=== probe_buffer_feeder ===
Fig. 1: probe_buffer_feeder, supply network
Pins as bars on the die edge. Tap cells in gray.
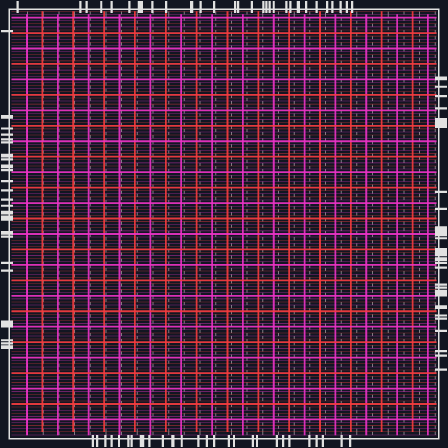
Fig. 2: probe_buffer_feeder, sequential cells colored by netlist name
Other sequential cells in the stronger gray, the rest of the logic in the fainter gray.
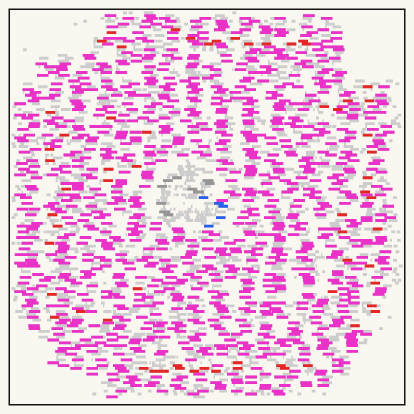
<file path="src/rtl/probe_buffer_feeder.sv">
`default_nettype none
// ============================================================================
// Module   : probe_buffer_feeder
// Purpose  : Feeder end of the probe-buffer channel. The host preloads
//            DATA_WIDTH-bit probe words into a circular buffer, and the
//            consumer pulls them one per asserted ren through a registered
//            read port. The block also provides a sticky underflow flag, an
//            occupancy count and a synchronous flush.
// Ports    : clock      - single clock, all state changes on posedge
//            reset      - asynchronous, active-high reset
//            load_valid - host offers load_data
//            load_ready - buffer can take a word ((count != DEPTH) && !clear)
//            load_data  - word offered by the host
//            ren        - read request, one word per asserted cycle
//            read       - registered read data, held until next ren/clear
//            read_valid - one-cycle pulse after a ren that found a real entry
//            underflow  - sticky, set when ren finds the buffer empty
//            clear      - synchronous flush, highest priority
//            count      - current occupancy, 0..DEPTH
// Options  : PROBEBUFF_REPLAY_EN - reads do not consume entries. A replay
//            pointer cycles from the oldest to the newest loaded word and
//            then wraps, so the loaded sequence repeats indefinitely.
// Revision : 1.0 - initial release
// ============================================================================
module probe_buffer_feeder #(
  parameter int                    DEPTH       = 16,
  parameter int                    DATA_WIDTH  = 64,
  parameter logic [DATA_WIDTH-1:0] EMPTY_VALUE = '0
) (
  input  logic                     clock,
  input  logic                     reset,
  input  logic                     load_valid,
  output logic                     load_ready,
  input  logic [DATA_WIDTH-1:0]    load_data,
  input  logic                     ren,
  output logic [DATA_WIDTH-1:0]    read,
  output logic                     read_valid,
  output logic                     underflow,
  input  logic                     clear,
  output logic [$clog2(DEPTH):0]   count
);

  localparam int             AW   = $clog2(DEPTH);
  localparam int             CW   = AW + 1;
  localparam logic [CW-1:0]  FULL = CW'(DEPTH);

  logic [DATA_WIDTH-1:0] mem [DEPTH];

  logic [AW-1:0]         wr_ptr_q, wr_ptr_d;
  logic [AW-1:0]         rd_ptr_q, rd_ptr_d;   // replay pointer in replay mode
  logic [CW-1:0]         count_q, count_d;
  logic [DATA_WIDTH-1:0] read_q, read_d;
  logic                  read_valid_q, read_valid_d;
  logic                  underflow_q, underflow_d;

  logic                  load_fire;
  logic                  read_hit;

  // clear forces load_ready low, so a load can never land in a flush cycle.
  assign load_ready = (count_q != FULL) && !clear;
  assign load_fire  = load_valid && load_ready;
  assign read_hit   = ren && (count_q != '0) && !clear;

  always_comb begin
    wr_ptr_d     = wr_ptr_q;
    rd_ptr_d     = rd_ptr_q;
    count_d      = count_q;
    read_d       = read_q;
    read_valid_d = 1'b0;
    underflow_d  = underflow_q;

    if (clear) begin
      wr_ptr_d    = '0;
      rd_ptr_d    = '0;
      count_d     = '0;
      read_d      = EMPTY_VALUE;
      underflow_d = 1'b0;
    end else begin
      if (ren) begin
        if (read_hit) begin
          read_d       = mem[rd_ptr_q];
          read_valid_d = 1'b1;
`ifdef PROBEBUFF_REPLAY_EN
          // Wrap back to the oldest word after the newest one present at
          // this edge; a word loaded in the same cycle joins the next lap.
          if (({1'b0, rd_ptr_q} + CW'(1)) == count_q) begin
            rd_ptr_d = '0;
          end else begin
            rd_ptr_d = rd_ptr_q + AW'(1);
          end
`else
          rd_ptr_d = rd_ptr_q + AW'(1);
`endif
        end else begin
          // No bypass: an empty read underflows even if a load lands now.
          read_d      = EMPTY_VALUE;
          underflow_d = 1'b1;
        end
      end

      if (load_fire) begin
        wr_ptr_d = wr_ptr_q + AW'(1);
      end

`ifdef PROBEBUFF_REPLAY_EN
      if (load_fire) begin
        count_d = count_q + CW'(1);
      end
`else
      case ({load_fire, read_hit})
        2'b10:   count_d = count_q + CW'(1);
        2'b01:   count_d = count_q - CW'(1);
        default: count_d = count_q;
      endcase
`endif
    end
  end

  always_ff @(posedge clock or posedge reset) begin
    if (reset) begin
      wr_ptr_q     <= '0;
      rd_ptr_q     <= '0;
      count_q      <= '0;
      read_q       <= EMPTY_VALUE;
      read_valid_q <= 1'b0;
      underflow_q  <= 1'b0;
    end else begin
      wr_ptr_q     <= wr_ptr_d;
      rd_ptr_q     <= rd_ptr_d;
      count_q      <= count_d;
      read_q       <= read_d;
      read_valid_q <= read_valid_d;
      underflow_q  <= underflow_d;
    end
  end

  // Storage array carries no reset; pointers and count define its contents.
  always_ff @(posedge clock) begin
    if (load_fire) begin
      mem[wr_ptr_q] <= load_data;
    end
  end

  assign read       = read_q;
  assign read_valid = read_valid_q;
  assign underflow  = underflow_q;
  assign count      = count_q;

endmodule
`default_nettype wire
</file>
<file path="config.mk">
export PLATFORM = sky130hd
export DESIGN_NAME = probe_buffer_feeder
export DESIGN_NICKNAME = d
export VERILOG_FILES = /design/src/rtl/probe_buffer_feeder.sv
export SDC_FILE = /design/constraint.sdc
export NUM_CORES = 1
export LEC_CHECK = 0
export CORE_UTILIZATION = 30
export CTS_CLUSTER_DIAMETER = 30
export DETAILED_ROUTE_END_ITERATION = 10
export PLACE_DENSITY_LB_ADDON = 0.05
export SLEW_MARGIN = 20
export SYNTH_ARGS = -nofsm -noshare
export SYNTH_HDL_FRONTEND = slang
export SYNTH_SLANG_ARGS = --single-unit
</file>
<file path="constraint.sdc">
create_clock -name clock -period 6.7 [get_ports clock]
set_input_delay 1.34 -clock clock [delete_from_list [all_inputs] [get_ports clock]]
set_output_delay 1.34 -clock clock [all_outputs]
set_load 0.02 [all_outputs]
</file>
==> impl_metrics.csv <==
group,metric,value,unit
grt,grt_pass1_wl,167000,um
timing,tightest_slew,1.07,ns
logic_synthesis,ys_sh_adder,0.208,%
placement,portBuffers,140,
clock_tree,ctsRootBufferMaster,"clkbuf_16",
power,power_leader,"clock",
placement,dp_slack,2.01,ns
clock_tree,h-tree-depth,5,
routing,via_per_inst,4.78,
critical_path,critical_path.top_delay_family,"buffers and inverters",
status,status,"finished clean",
clock_tree,cts_tree,"yes",
grt,antenna_found_initial,7,
clock_tree,cts_setup_buffers,0,
placement,dp.cells,3787,
die,fp.dieArea,142000,sq um
logic_synthesis,synth_seq_share,77.7,%
routing,routedWlPerCell,26.7,um
timing,rsz0062_at_grt,"no",
timing,period_needed,4.72,ns
logic_synthesis,ys_area,42100,sq um
timing,setup_violations,0,
critical_path,crit_type,"in -> out",
clock_tree,cts_buffer_depth,4,
timing,final_critical_path_setup_slack,1.98,ns
logic_synthesis,synthTopLogicFamily,"multiplexers",
critical_path,start_kind,"primary input",
Notes on Fig. 1 above:
legend:
  red:
    net: VDD
  magenta:
    net: VSS
met4 straps: 27
met1 rails: 138
rows: 137

Notes on Fig. 2 above:
legend:
  red:
    netlist_name: `read`
    placed_flops: 64
    where: all over the die
  blue:
    netlist_name: `count`
    placed_flops: 5
    where: center
  magenta:
    netlist_name: `mem`
    placed_flops: 1024
    where: all over the die
not colored: 10

==> routing by layer <==
metal  GRT usage, %  vias up  wire length, um
met1           22.1    11100            51700
met2           26.4      597            55300
met4           5.81        2             2830
li1               -     8673                -
met3           3.72      243             5370
met5              0        -               10
==> synth_stat cells (3+ instances only) <==
library cell,count,area share [%]
buf_1,11,0.098
and2_1,16,0.24
nor2_1,75,0.67
mux2_2,65,1.7
inv_1,6,0.053
o21ai_0,6,0.071
mux2i_1,67,1.6
nand2_1,5,0.045
and3_1,3,0.045
mux4_2,256,14
buf_2,26,0.31
ha_1,7,0.21
a221o_1,64,1.5
xor2_1,6,0.12
o211ai_1,3,0.053
edfxtp_1,1024,73
clkbuf_1,44,0.39
buf_6,18,0.48
a21oi_1,9,0.11
dfrtp_1,79,4.7
nor2b_1,4,0.059
==> registers in the layout, summed over array words and instances (netlist names) <==
register	flops
count	5
read_valid	1
wr_ptr_q	4
read	64
mem	1024
rd_ptr_q	4
underflow	1
==> cell type report <==
class	instances	area, sq um
fillers	12400	83500
flip-flops and latches	1103	32700
multi-input cells	621	8850
clock buffers	369	8180
well taps	1876	2350
clock inverters	161	1860
repair buffers	183	1840
inverters	6	25.0
diodes	1	2.50

=== anim_sequencer ===
--- config.mk ---
export PLATFORM = sky130hd
export DESIGN_NAME = anim_sequencer
export DESIGN_NICKNAME = d
export VERILOG_FILES = /design/src/rtl/anim_sequencer.sv
export SDC_FILE = /design/constraint.sdc
export NUM_CORES = 1
export LEC_CHECK = 0
export CAP_MARGIN = 20
export CORE_MARGIN = 2
export CORE_UTILIZATION = 55
export CTS_BUF_LIST = sky130_fd_sc_hd__clkbuf_8
export DETAILED_ROUTE_END_ITERATION = 8
export GPL_ROUTABILITY_DRIVEN = 0
export HOLD_SLACK_MARGIN = 0.15
export PLACE_DENSITY = 0.8
export SYNTH_ARGS = -nofsm -noshare
export SYNTH_HDL_FRONTEND = slang
export SYNTH_SLANG_ARGS = --single-unit
--- constraint.sdc ---
create_clock -name clk -period 7.8 [get_ports clk]
set_input_delay 1.95 -clock clk [delete_from_list [all_inputs] [get_ports clk]]
set_output_delay 1.95 -clock clk [all_outputs]
set_load 0.02 [all_outputs]
--- src/rtl/anim_sequencer.sv ---
// Animation phase sequencer: advances an N-bit phase once per frame (vsync rise)
// with run/pause, single-step, direction toggle and 1/2/4/8 step size.
module anim_sequencer #(
    parameter int DEBOUNCE_CYCLES = 65536,
    parameter int PHASE_W         = 8
) (
    input  logic               clk,
    input  logic               reset,
    input  logic               vsync,
    input  logic               btn_pause,
    input  logic               btn_step,
    input  logic               btn_dir,
    input  logic [1:0]         speed,
    output logic [PHASE_W-1:0] anim_phase,
    output logic               frame_tick,
    output logic               paused,
    output logic               dir_down
);

    localparam int CNT_W = (DEBOUNCE_CYCLES > 1) ? $clog2(DEBOUNCE_CYCLES) : 1;
    localparam logic [CNT_W-1:0] CNT_LAST = CNT_W'(DEBOUNCE_CYCLES - 1);

    localparam logic [1:0] ST_RUN    = 2'd0;
    localparam logic [1:0] ST_PAUSED = 2'd1;
    localparam logic [1:0] ST_STEP   = 2'd2;

    localparam int BTN_PAUSE = 0;
    localparam int BTN_STEP  = 1;
    localparam int BTN_DIR   = 2;

    logic [2:0] btn_raw;
    logic [2:0] btn_p0;
    logic [2:0] btn_p1;
    logic [2:0] btn_deb;
    logic [2:0] btn_deb_q;
    logic [2:0] btn_press;

    logic [1:0] speed_p0;
    logic [1:0] speed_p1;

    logic       vsync_q;
    logic       fe;

    logic [1:0] state;
    logic [1:0] state_nx;
    logic       advance;

    logic [PHASE_W-1:0] step_val;
    logic [PHASE_W-1:0] phase_nx;

    assign btn_raw = {btn_dir, btn_step, btn_pause};

    // Stage p0/p1: two-flop synchronisers for the asynchronous buttons and speed.
    always_ff @(posedge clk or posedge reset) begin
        if (reset) begin
            btn_p0   <= '0;
            btn_p1   <= '0;
            speed_p0 <= '0;
            speed_p1 <= '0;
        end else begin
            btn_p0   <= btn_raw;
            btn_p1   <= btn_p0;
            speed_p0 <= speed;
            speed_p1 <= speed_p0;
        end
    end

    // Debounce: a level change is accepted only after DEBOUNCE_CYCLES
    // consecutive clocks of disagreement; any agreement restarts the count.
    for (genvar i = 0; i < 3; i++) begin : g_debounce
        logic             deb_r;
        logic [CNT_W-1:0] cnt_r;

        always_ff @(posedge clk or posedge reset) begin
            if (reset) begin
                deb_r <= 1'b0;
                cnt_r <= '0;
            end else if (btn_p1[i] == deb_r) begin
                cnt_r <= '0;
            end else if (cnt_r == CNT_LAST) begin
                deb_r <= btn_p1[i];
                cnt_r <= '0;
            end else begin
                cnt_r <= cnt_r + 1'b1;
            end
        end

        assign btn_deb[i] = deb_r;
    end

    always_ff @(posedge clk or posedge reset) begin
        if (reset) begin
            btn_deb_q <= '0;
            vsync_q   <= 1'b0;
        end else begin
            btn_deb_q <= btn_deb;
            vsync_q   <= vsync;
        end
    end

    assign btn_press = btn_deb & ~btn_deb_q;
    assign fe        = vsync & ~vsync_q;

    always_comb begin
        state_nx = state;
        case (state)
            ST_RUN: begin
                if (btn_press[BTN_PAUSE]) state_nx = ST_PAUSED;
            end
            ST_PAUSED: begin
                if (btn_press[BTN_PAUSE])     state_nx = ST_RUN;
                else if (btn_press[BTN_STEP]) state_nx = ST_STEP;
            end
            ST_STEP: begin
                if (btn_press[BTN_PAUSE]) state_nx = ST_RUN;
                else if (fe)              state_nx = ST_PAUSED;
            end
            default: state_nx = ST_RUN;
        endcase
    end

    // Advance decision and direction both come from the pre-edge state.
    assign advance  = fe & ((state == ST_RUN) | (state == ST_STEP));
    assign step_val = {{(PHASE_W-1){1'b0}}, 1'b1} << speed_p1;
    assign phase_nx = dir_down ? (anim_phase - step_val) : (anim_phase + step_val);

    // Stage out: every output is a flop, so nothing combinational reaches the generator.
    always_ff @(posedge clk or posedge reset) begin
        if (reset) begin
            state      <= ST_RUN;
            anim_phase <= '0;
            frame_tick <= 1'b0;
            paused     <= 1'b0;
            dir_down   <= 1'b0;
        end else begin
            state      <= state_nx;
            paused     <= (state_nx != ST_RUN);
            frame_tick <= advance;
            dir_down   <= dir_down ^ btn_press[BTN_DIR];
            if (advance) anim_phase <= phase_nx;
        end
    end

endmodule

==> impl_metrics.csv <==
group,metric,value,unit
status,status,"finished clean",
logic_synthesis,synth-compound-area-share,5.44,%
timing,hold_ws,0.355,ns
routing,drt_iter0_drc,105,
routing,routed_wl,5870,um
grt,grt_pass1_wl,10700,um
logic_synthesis,synthCells,348,
critical_path,cp_slowest_cell,"clkdlybuf4s50_1",
routing,ant_nets,0,
placement,dpl_cell_area,3860,sq um
logic_synthesis,ys_types,46,
power,p_seq,455,uW
clock_tree,cts_buffer_depth,2,
routing,via_per_inst,5.36,
grt,grt_pass1_vias,2496,
logic_synthesis,top_cells_by_count,"78 x dfrtp_1, 54 x nor2_1, 31 x xor2_1",
timing,setup_violations,0,
logic_synthesis,fp_nets,368,
logic_synthesis,synthTopLogicFamily,"simple AND/OR/NAND/NOR gates",
power,power.internal,707,uW
critical_path,worst_path_largest_cell_delay,0.68,ns
critical_path,worst_setup_path_end_kind,"output pin",
logic_synthesis,edf_count,0,
job,warning_count,26,
routing,route.detailed.drc,0,
-- metal layers --
| metal | routed length (um) | track usage (%) |
|---|---|---|
| met5 | 0 | 0 |
| met4 | 130 | 8.95 |
| met3 | 179 | 3.79 |
| met2 | 2780 | 30.4 |
| met1 | 2790 | 22.7 |
-- final cells by class --
cell class | instances | area share (%)
sequential | 78 | 47.8
multi-input combinational | 246 | 38.3
timing repair buffer | 19 | 4.60
clock buffer | 10 | 3.37
tap | 77 | 2.36
clock inverter | 6 | 2.08
inverter | 16 | 1.47
-- final timing paths --
kind	start	cells after the start	slack, ns	to
max	dir_down$_DFF_PP0_	1	4.22	dir_down
min	btn_p0[0]$_DFF_PP0_	0	0.36	btn_p1[0]$_DFF_PP0_
max reg2reg	speed_p1[1]$_DFF_PP0_	10	5.16	anim_phase[7]$_DFFE_PP0P_
min reg2reg	btn_p0[0]$_DFF_PP0_	0	0.36	btn_p1[0]$_DFF_PP0_
max in group asynchronous	reset	3	4.99	speed_p1[0]$_DFF_PP0_
min in group asynchronous	reset	3	2.21	g_debounce[1].cnt_r[0]$_DFF_PP0_
Fig. 3: anim_sequencer, supply network
Pins as bars on the die edge. Tap cells in gray.
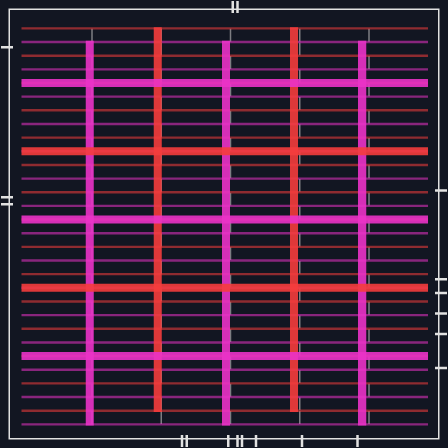
legend:
  magenta:
    net: VSS
  red:
    net: VDD
met4 straps: 5
signal pins: 19

Fig. 4: anim_sequencer, clock network drawn from the DEF
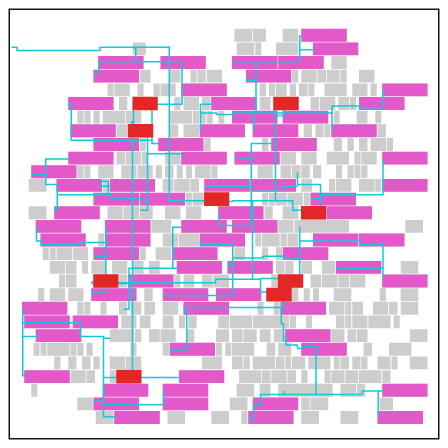
legend:
  red:
    item: clock drivers
    count: 9
  magenta:
    item: flip-flops
    count: 78
  cyan:
    item: clock wires
    length: 907 um
flops lie: all over the die


=== pair_stream_reader ===
Fig. 5: pair_stream_reader, clock network drawn from the DEF
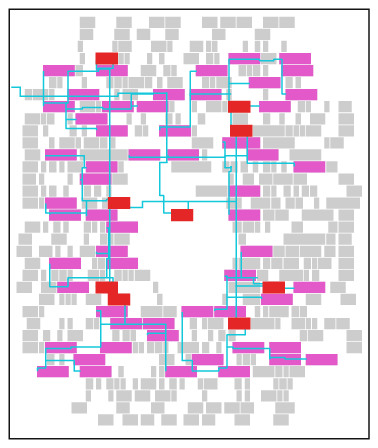
--- src/rtl/pair_stream_reader.sv ---
// Reads word pairs from a pair-wide memory port and streams the individual words
// out in word-address order over a valid/ready interface.
module pair_stream_reader #(
  parameter int WR_WIDTH = 24,
  parameter int WR_DEPTH = 8,
  localparam int WRA_BITWIDTH = $clog2(WR_DEPTH),
  localparam int RDA_BITWIDTH = $clog2(WR_DEPTH / 2)
) (
  input  logic                      clk,
  input  logic                      rst,
  input  logic                      start,
  input  logic [WRA_BITWIDTH-1:0]   start_addr,
  input  logic [WRA_BITWIDTH:0]     count,
  output logic [RDA_BITWIDTH-1:0]   rd_addr,
  input  logic [2*WR_WIDTH-1:0]     rd_data,
  output logic [WR_WIDTH-1:0]       out_data,
  output logic                      out_valid,
  input  logic                      out_ready,
  output logic                      busy,
  output logic                      done,
  output logic [1:0]                state_dbg
);

  localparam logic [1:0] IDLE  = 2'd0;
  localparam logic [1:0] FETCH = 2'd1;
  localparam logic [1:0] EMIT  = 2'd2;

  logic [1:0]              state;
  logic [WRA_BITWIDTH-1:0] ptr;
  logic [WRA_BITWIDTH:0]   remaining;
  logic [2*WR_WIDTH-1:0]   pair_q;

  // Output handshake: a word moves when out_valid & out_ready on a rising edge;
  // out_valid and out_data hold steady until then, out_ready is don't-care otherwise.
  assign out_valid = (state == EMIT);
  assign out_data  = (state == EMIT) ? (ptr[0] ? pair_q[2*WR_WIDTH-1:WR_WIDTH]
                                               : pair_q[WR_WIDTH-1:0])
                                     : '0;
  assign busy      = (state != IDLE);
  assign rd_addr   = ptr[WRA_BITWIDTH-1:1];
  assign state_dbg = state;

  always_ff @(posedge clk) begin
    if (rst) begin
      state     <= IDLE;
      ptr       <= '0;
      remaining <= '0;
      pair_q    <= '0;
      done      <= 1'b0;
    end else begin
      done <= 1'b0;
      case (state)
        IDLE: begin
          if (start) begin
            if (count != '0) begin
              ptr       <= start_addr;
              remaining <= count;
              state     <= FETCH;
            end else begin
              done <= 1'b1;
            end
          end
        end
        FETCH: begin
          pair_q <= rd_data;
          state  <= EMIT;
        end
        EMIT: begin
          if (out_ready) begin
            ptr       <= ptr + WRA_BITWIDTH'(1);
            remaining <= remaining - (WRA_BITWIDTH+1)'(1);
            if (remaining == (WRA_BITWIDTH+1)'(1)) begin
              state <= IDLE;
              done  <= 1'b1;
            end else if (ptr[0]) begin
              // Leaving the high half means the next word lives in the next pair.
              state <= FETCH;
            end
          end
        end
        default: state <= IDLE;
      endcase
    end
  end

endmodule
--- config.mk ---
export PLATFORM = sky130hd
export DESIGN_NAME = pair_stream_reader
export DESIGN_NICKNAME = d
export VERILOG_FILES = /design/src/rtl/pair_stream_reader.sv
export SDC_FILE = /design/constraint.sdc
export NUM_CORES = 1
export LEC_CHECK = 0
export CAP_MARGIN = 20
export CORE_ASPECT_RATIO = 1.2
export CORE_MARGIN = 1
export CORE_UTILIZATION = 35
export DETAILED_ROUTE_END_ITERATION = 16
export PLACE_DENSITY = 0.69
export REMOVE_ABC_BUFFERS = 1
export SKIP_LAST_GASP = 1
export SYNTH_ARGS = -nofsm -noshare
export SYNTH_HDL_FRONTEND = slang
export SYNTH_SLANG_ARGS = --single-unit
--- constraint.sdc ---
create_clock -name clk -period 2.1 [get_ports clk]
set_input_delay 0.63 -clock clk [delete_from_list [all_inputs] [get_ports clk]]
set_output_delay 0.63 -clock clk [all_outputs]
set_load 0.01 [all_outputs]
==> impl_metrics.csv <==
group,metric,value,unit
cells_and_area,layout.nets,483,
cells_and_area,seq_cell_count,58,
timing,rsz0062_at_grt,"yes",
clock_tree,h-tree-depth,3,
status,status,"finished clean",
cells_and_area,lay_top_count,"nand2_1",
cells_and_area,lay_top_cells,"101 x nand2_1, 62 x clkdlybuf4s50_1, 57 x dfxtp_1",
critical_path,reg2reg_slack,0.46,ns
grt,grt_pass1_vias,2470,
die,die_width,80.9,um
clock_tree,path_clk_slew,0.06,ns
cells_and_area,seq_share,30.0,%
grt,grt_use_met1,20.9,%
critical_path,start_kind,"flop",
cells_and_area,fin_area,3880,sq um
grt,top_usage_layer,"met2",
logic_synthesis,top_cells_by_area,"dfxtp_1 44%, nand2_1 15%, a21oi_1 10%",
die,fp_util,36.1,%
job,warning_count,28,
logic_synthesis,ys_sh_xor,0,%
## Picture notes: Fig. 5
legend:
  cyan:
    item: clock wires
    length: 697 um
  red:
    item: clock drivers
    count: 9
  magenta:
    item: flip-flops
    count: 58
flops lie: all over the die

## worst max path at each step
stage | from | end | cells past startpoint
6_report | ptr[0]$_SDFFE_PP0P_ | out_data[7] | 4
5_1_grt | ptr[0]$_SDFFE_PP0P_ | out_data[19] | 4
4_1_cts | ptr[0]$_SDFFE_PP0P_ | out_data[17] | 4
3_5_place_dp | count[1] | remaining[0]$_SDFFE_PP0P_ | 6
3_3_place_gp | count[0] | remaining[0]$_SDFFE_PP0P_ | 6
2_1_floorplan | ptr[0]$_SDFFE_PP0P_ | out_data[0] | 2
## stage by stage
step / power [uW] / hold WS, ns / utilization [%] / TNS [ns] / setup slack, ns
2_1_floorplan: 1460 / 0.430 / - / 0 / 0.0163
3_3_place_gp: 1740 / 0.443 / 50.7 / -0.0448 / -0.0330
3_5_place_dp: 1750 / 0.446 / 50.7 / -0.284 / -0.0944
4_1_cts: 2710 / 0.454 / 53.0 / -0.135 / -0.135
5_1_grt: 2850 / 0.467 / 53.7 / -0.392 / -0.0586
6_report: 2700 / 0.453 / 53.7 / 0 / 0.0106
## power breakdown
group	internal, uW	switching [uW]
clock	544	426
combinational	281	242
sequential	1170	42.7

=== m3_step_period_meter ===
Fig. 6: m3_step_period_meter, clock network drawn from the DEF
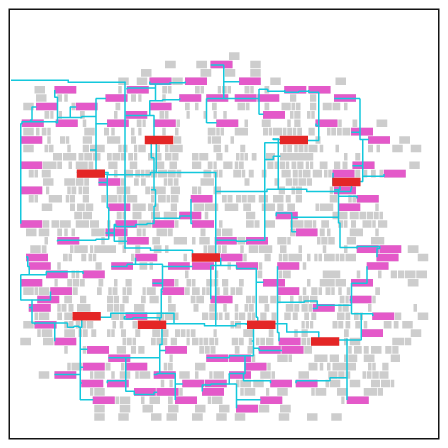
Fig. 7: m3_step_period_meter, supply network
Pins as bars on the die edge. Tap cells in gray.
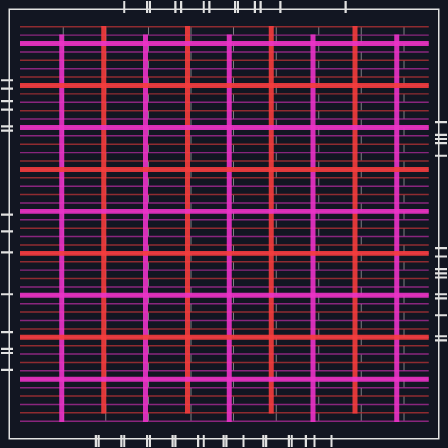
Fig. 8: m3_step_period_meter, track usage over the die
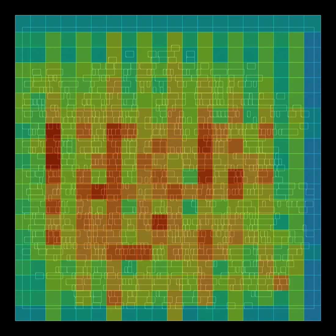
File: src/rtl/m3_step_period_meter.sv
// ---------------------------------------------------------------------------
// m3_step_period_meter
//
// Receive side of the 3-phase, 12-step commutation sequence. Watches the step
// index (0..11) and its per-step strobe. It measures clocks per step, sums
// each full round of same-direction steps, and reports rotation direction,
// sequence errors and rotor stall to the speed-control loop.
// One clock is 1 us at the 1 MHz system clock.
//
// Ports
//   clkI          in   1      system clock
//   rstI          in   1      synchronous reset, active high
//   m3startI      in   1      motor enable; low forces IDLE and clears outputs
//   stepValidI    in   1      1-cycle strobe: stepI holds a new step index
//   stepI         in   4      step index; 0..11 legal, 12..15 illegal
//   errClrI       in   1      clears sticky seqErrO
//   stepPeriodO   out  CNT_W  clocks between the last two accepted strobes
//   stepPeriodVO  out  1      1-cycle pulse when stepPeriodO updates
//   roundPeriodO  out  ACC_W  sum of the last ROUND_STEPS step periods
//   roundValidO   out  1      1-cycle pulse when roundPeriodO updates
//   dirFwdO       out  1      1 = index incrementing, 0 = decrementing
//   stallO        out  1      high while stalled
//   seqErrO       out  1      sticky: illegal index or non-adjacent step seen
// ---------------------------------------------------------------------------
module m3_step_period_meter #(
  parameter int CNT_W       = 22,
  parameter int ACC_W       = 26,
  parameter int STALL_LIMIT = 4000000,
  parameter int ROUND_STEPS = 12
) (
  input  logic             clkI,
  input  logic             rstI,
  input  logic             m3startI,
  input  logic             stepValidI,
  input  logic [3:0]       stepI,
  input  logic             errClrI,
  output logic [CNT_W-1:0] stepPeriodO,
  output logic             stepPeriodVO,
  output logic [ACC_W-1:0] roundPeriodO,
  output logic             roundValidO,
  output logic             dirFwdO,
  output logic             stallO,
  output logic             seqErrO
);

  localparam logic [CNT_W-1:0] LIMIT      = CNT_W'(STALL_LIMIT);
  localparam logic [CNT_W-1:0] CNT_ONE    = CNT_W'(1);
  localparam logic [3:0]       ROUND_LAST = 4'(ROUND_STEPS);

  typedef enum logic [1:0] {
    IDLE,
    SYNC,
    MEASURE,
    STALL
  } stateT;

  stateT            state;
  logic [CNT_W-1:0] cnt;
  logic [ACC_W-1:0] acc;
  logic [3:0]       roundCnt;
  logic [3:0]       prevStep;

  // Saturating step counter increment; it never wraps past the stall limit.
  function automatic logic [CNT_W-1:0] satInc(input logic [CNT_W-1:0] c);
    if (c >= LIMIT) return LIMIT;
    return c + CNT_ONE;
  endfunction

  // The period is unsigned, so widening into the accumulator is a zero-extend.
  function automatic logic [ACC_W-1:0] zext(input logic [CNT_W-1:0] c);
    return ACC_W'(c);
  endfunction

  logic             legal;
  logic             isFwd;
  logic             isRev;
  logic [3:0]       pNext;
  logic [3:0]       pPrev;
  logic [3:0]       roundNext;
  logic [ACC_W-1:0] accSum;

  always_comb begin
    legal     = (stepI < 4'd12);
    // Neighbours of the previous step with the 11 <-> 0 wrap.
    pNext     = (prevStep == 4'd11) ? 4'd0  : prevStep + 4'd1;
    pPrev     = (prevStep == 4'd0)  ? 4'd11 : prevStep - 4'd1;
    isFwd     = legal && (stepI == pNext);
    isRev     = legal && (stepI == pPrev);
    roundNext = roundCnt + 4'd1;
    accSum    = acc + zext(cnt);
  end

  always_ff @(posedge clkI) begin
    stepPeriodVO <= 1'b0;
    roundValidO  <= 1'b0;
    // Dropping the motor enable behaves exactly like reset, strobes included.
    if (rstI || !m3startI) begin
      state        <= IDLE;
      cnt          <= '0;
      acc          <= '0;
      roundCnt     <= '0;
      prevStep     <= '0;
      stepPeriodO  <= '0;
      roundPeriodO <= '0;
      dirFwdO      <= 1'b1;
      stallO       <= 1'b0;
      seqErrO      <= 1'b0;
    end else begin
      // A new error later in this block overrides the clear.
      if (errClrI) seqErrO <= 1'b0;
      case (state)
        IDLE: state <= SYNC;

        // Both SYNC and STALL only re-anchor on a legal index; no period
        // exists yet because the previous strobe time is unknown or stale.
        SYNC, STALL: begin
          if (stepValidI) begin
            if (legal) begin
              prevStep <= stepI;
              cnt      <= CNT_ONE;
              stallO   <= 1'b0;
              state    <= MEASURE;
            end else begin
              seqErrO <= 1'b1;
            end
          end
        end

        MEASURE: begin
          if (stepValidI && (isFwd || isRev)) begin
            stepPeriodO  <= cnt;
            stepPeriodVO <= 1'b1;
            prevStep     <= stepI;
            cnt          <= CNT_ONE;
            if (isFwd != dirFwdO) begin
              // Reversal: this step is the first of a fresh round.
              dirFwdO  <= isFwd;
              acc      <= zext(cnt);
              roundCnt <= 4'd1;
            end else if (roundNext == ROUND_LAST) begin
              roundPeriodO <= accSum;
              roundValidO  <= 1'b1;
              acc          <= '0;
              roundCnt     <= '0;
            end else begin
              acc      <= accSum;
              roundCnt <= roundNext;
            end
          end else if (stepValidI) begin
            seqErrO  <= 1'b1;
            acc      <= '0;
            roundCnt <= '0;
            if (legal) begin
              prevStep <= stepI;
              cnt      <= CNT_ONE;
            end else begin
              // An out-of-range index is ignored for timing purposes.
              cnt <= satInc(cnt);
            end
          end else if (cnt == LIMIT) begin
            state    <= STALL;
            stallO   <= 1'b1;
            acc      <= '0;
            roundCnt <= '0;
          end else begin
            cnt <= satInc(cnt);
          end
        end

        default: state <= IDLE;
      endcase
    end
  end

endmodule
File: config.mk
export PLATFORM = sky130hd
export DESIGN_NAME = m3_step_period_meter
export DESIGN_NICKNAME = d
export VERILOG_FILES = /design/src/rtl/m3_step_period_meter.sv
export SDC_FILE = /design/constraint.sdc
export NUM_CORES = 1
export LEC_CHECK = 0
export CORE_MARGIN = 3
export CORE_UTILIZATION = 35
export DETAILED_ROUTE_END_ITERATION = 7
export GPL_TIMING_DRIVEN = 0
export SETUP_SLACK_MARGIN = 0.3
export SLEW_MARGIN = 20
export SYNTH_ARGS = -nofsm -noshare
export SYNTH_HDL_FRONTEND = slang
export SYNTH_SLANG_ARGS = --single-unit
File: constraint.sdc
create_clock -name clkI -period 4.7 [get_ports clkI]
set_input_delay 1.41 -clock clkI [delete_from_list [all_inputs] [get_ports clkI]]
set_output_delay 1.41 -clock clkI [all_outputs]
set_load 0.005 [all_outputs]
==> impl_metrics.csv <==
group,metric,value,unit
grt,antenna_found_initial,0,
logic_synthesis,yosys_warnings,0,
clock_tree,cts_buffer_depth,2,
clock_tree,cts_buffers,9,
clock_tree,hold_buffers,0,
routing,wl_met3,841,um
clock_tree,cts_setup_buffers,0,
power,vdd_ir_drop_max,0.175,mV
die,fp.dieArea,19200,sq um
critical_path,r2r-start,"prevStep[1]$_SDFFE_PP0N_",
routing,highest_layer,"met4",
status,status,"finished clean",
power,leakagePower,0.00275,uW
logic_synthesis,top_cells_by_count,"112 x nand2_1, 111 x dfxtp_1, 76 x nor2_1",
critical_path,start_kind,"primary input",
die,rows,47,
cells_and_area,layout.nets,891,
timing,hold_ws,0.444,ns
logic_synthesis,synth-seq-cells,111,
About Fig. 6:
legend:
  cyan:
    item: clock wires
    length: 1580 um
  red:
    item: clock drivers
    count: 9
  magenta:
    item: flip-flops
    count: 111
flops lie: all over the die
routed clock nets: 10

About Fig. 7:
legend:
  magenta:
    net: VSS
  red:
    net: VDD
met1 rails: 48
rows: 47

About Fig. 8:
met3 usage: 3.72%
GR Util met2: 31.4%
Final Util: 43.4%
GRT Overall Usage: 18.4%

==> layout make-up <==
type	instances	area share [%]
multi-input cells	604	50.1
clock inverters	2	0.511
flip-flops and latches	111	30.2
repair buffers	59	8.04
plain buffers	54	2.96
well taps	220	3.75
inverters	14	0.715
clock buffers	14	3.73
==> cells by family (layout without fill, tap and decap cells) <==
logic type | after synthesis | after routing | synth area share, %
AOI/OAI and AO/OA | 210 | 210 | 20.6
xor gates and xnor gates | 26 | 26 | 3.69
adders and majority gates | 29 | 29 | 6.01
buffers and inverters | 68 | 143 | 4.38
DFF | 111 | 111 | 36.1
muxes | 37 | 37 | 6.09
and+or+nand+nor | 302 | 302 | 23.1
==> how the worst max path moves through the flow <==
stage,from,endpoint,slack (ns),cells past startpoint
floorplan,stepI[2],acc[17]$_SDFFE_PP0P_,0.99,10
global placement,stepI[3],acc[4]$_SDFFE_PP0P_,-0.26,10
detailed placement,stepI[3],acc[15]$_SDFFE_PP0P_,0.12,10
CTS,stepI[3],acc[15]$_SDFFE_PP0P_,0.50,10
global route,stepI[3],acc[14]$_SDFFE_PP0P_,0.33,10
finish,stepI[3],acc[15]$_SDFFE_PP0P_,0.44,10


==> layout pictures side by side <==
Track usage over the die.
shot_01.png
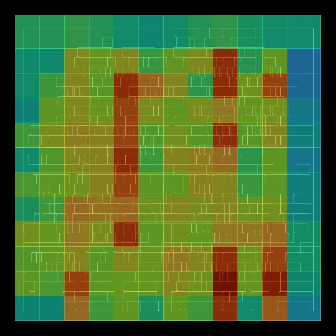
shot_02.png
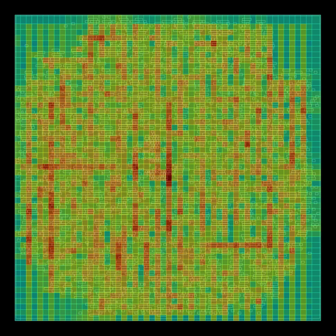
shot_03.png
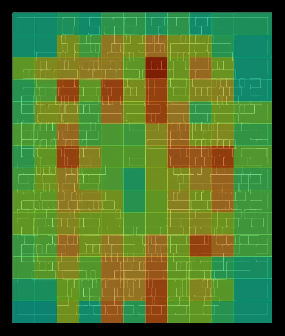
shot_02.png -> probe_buffer_feeder
shot_01.png -> anim_sequencer
shot_03.png -> pair_stream_reader
- highest utilization: shot_01.png
- most wire per cell: shot_02.png

Power and IR drop assume default switching activity.
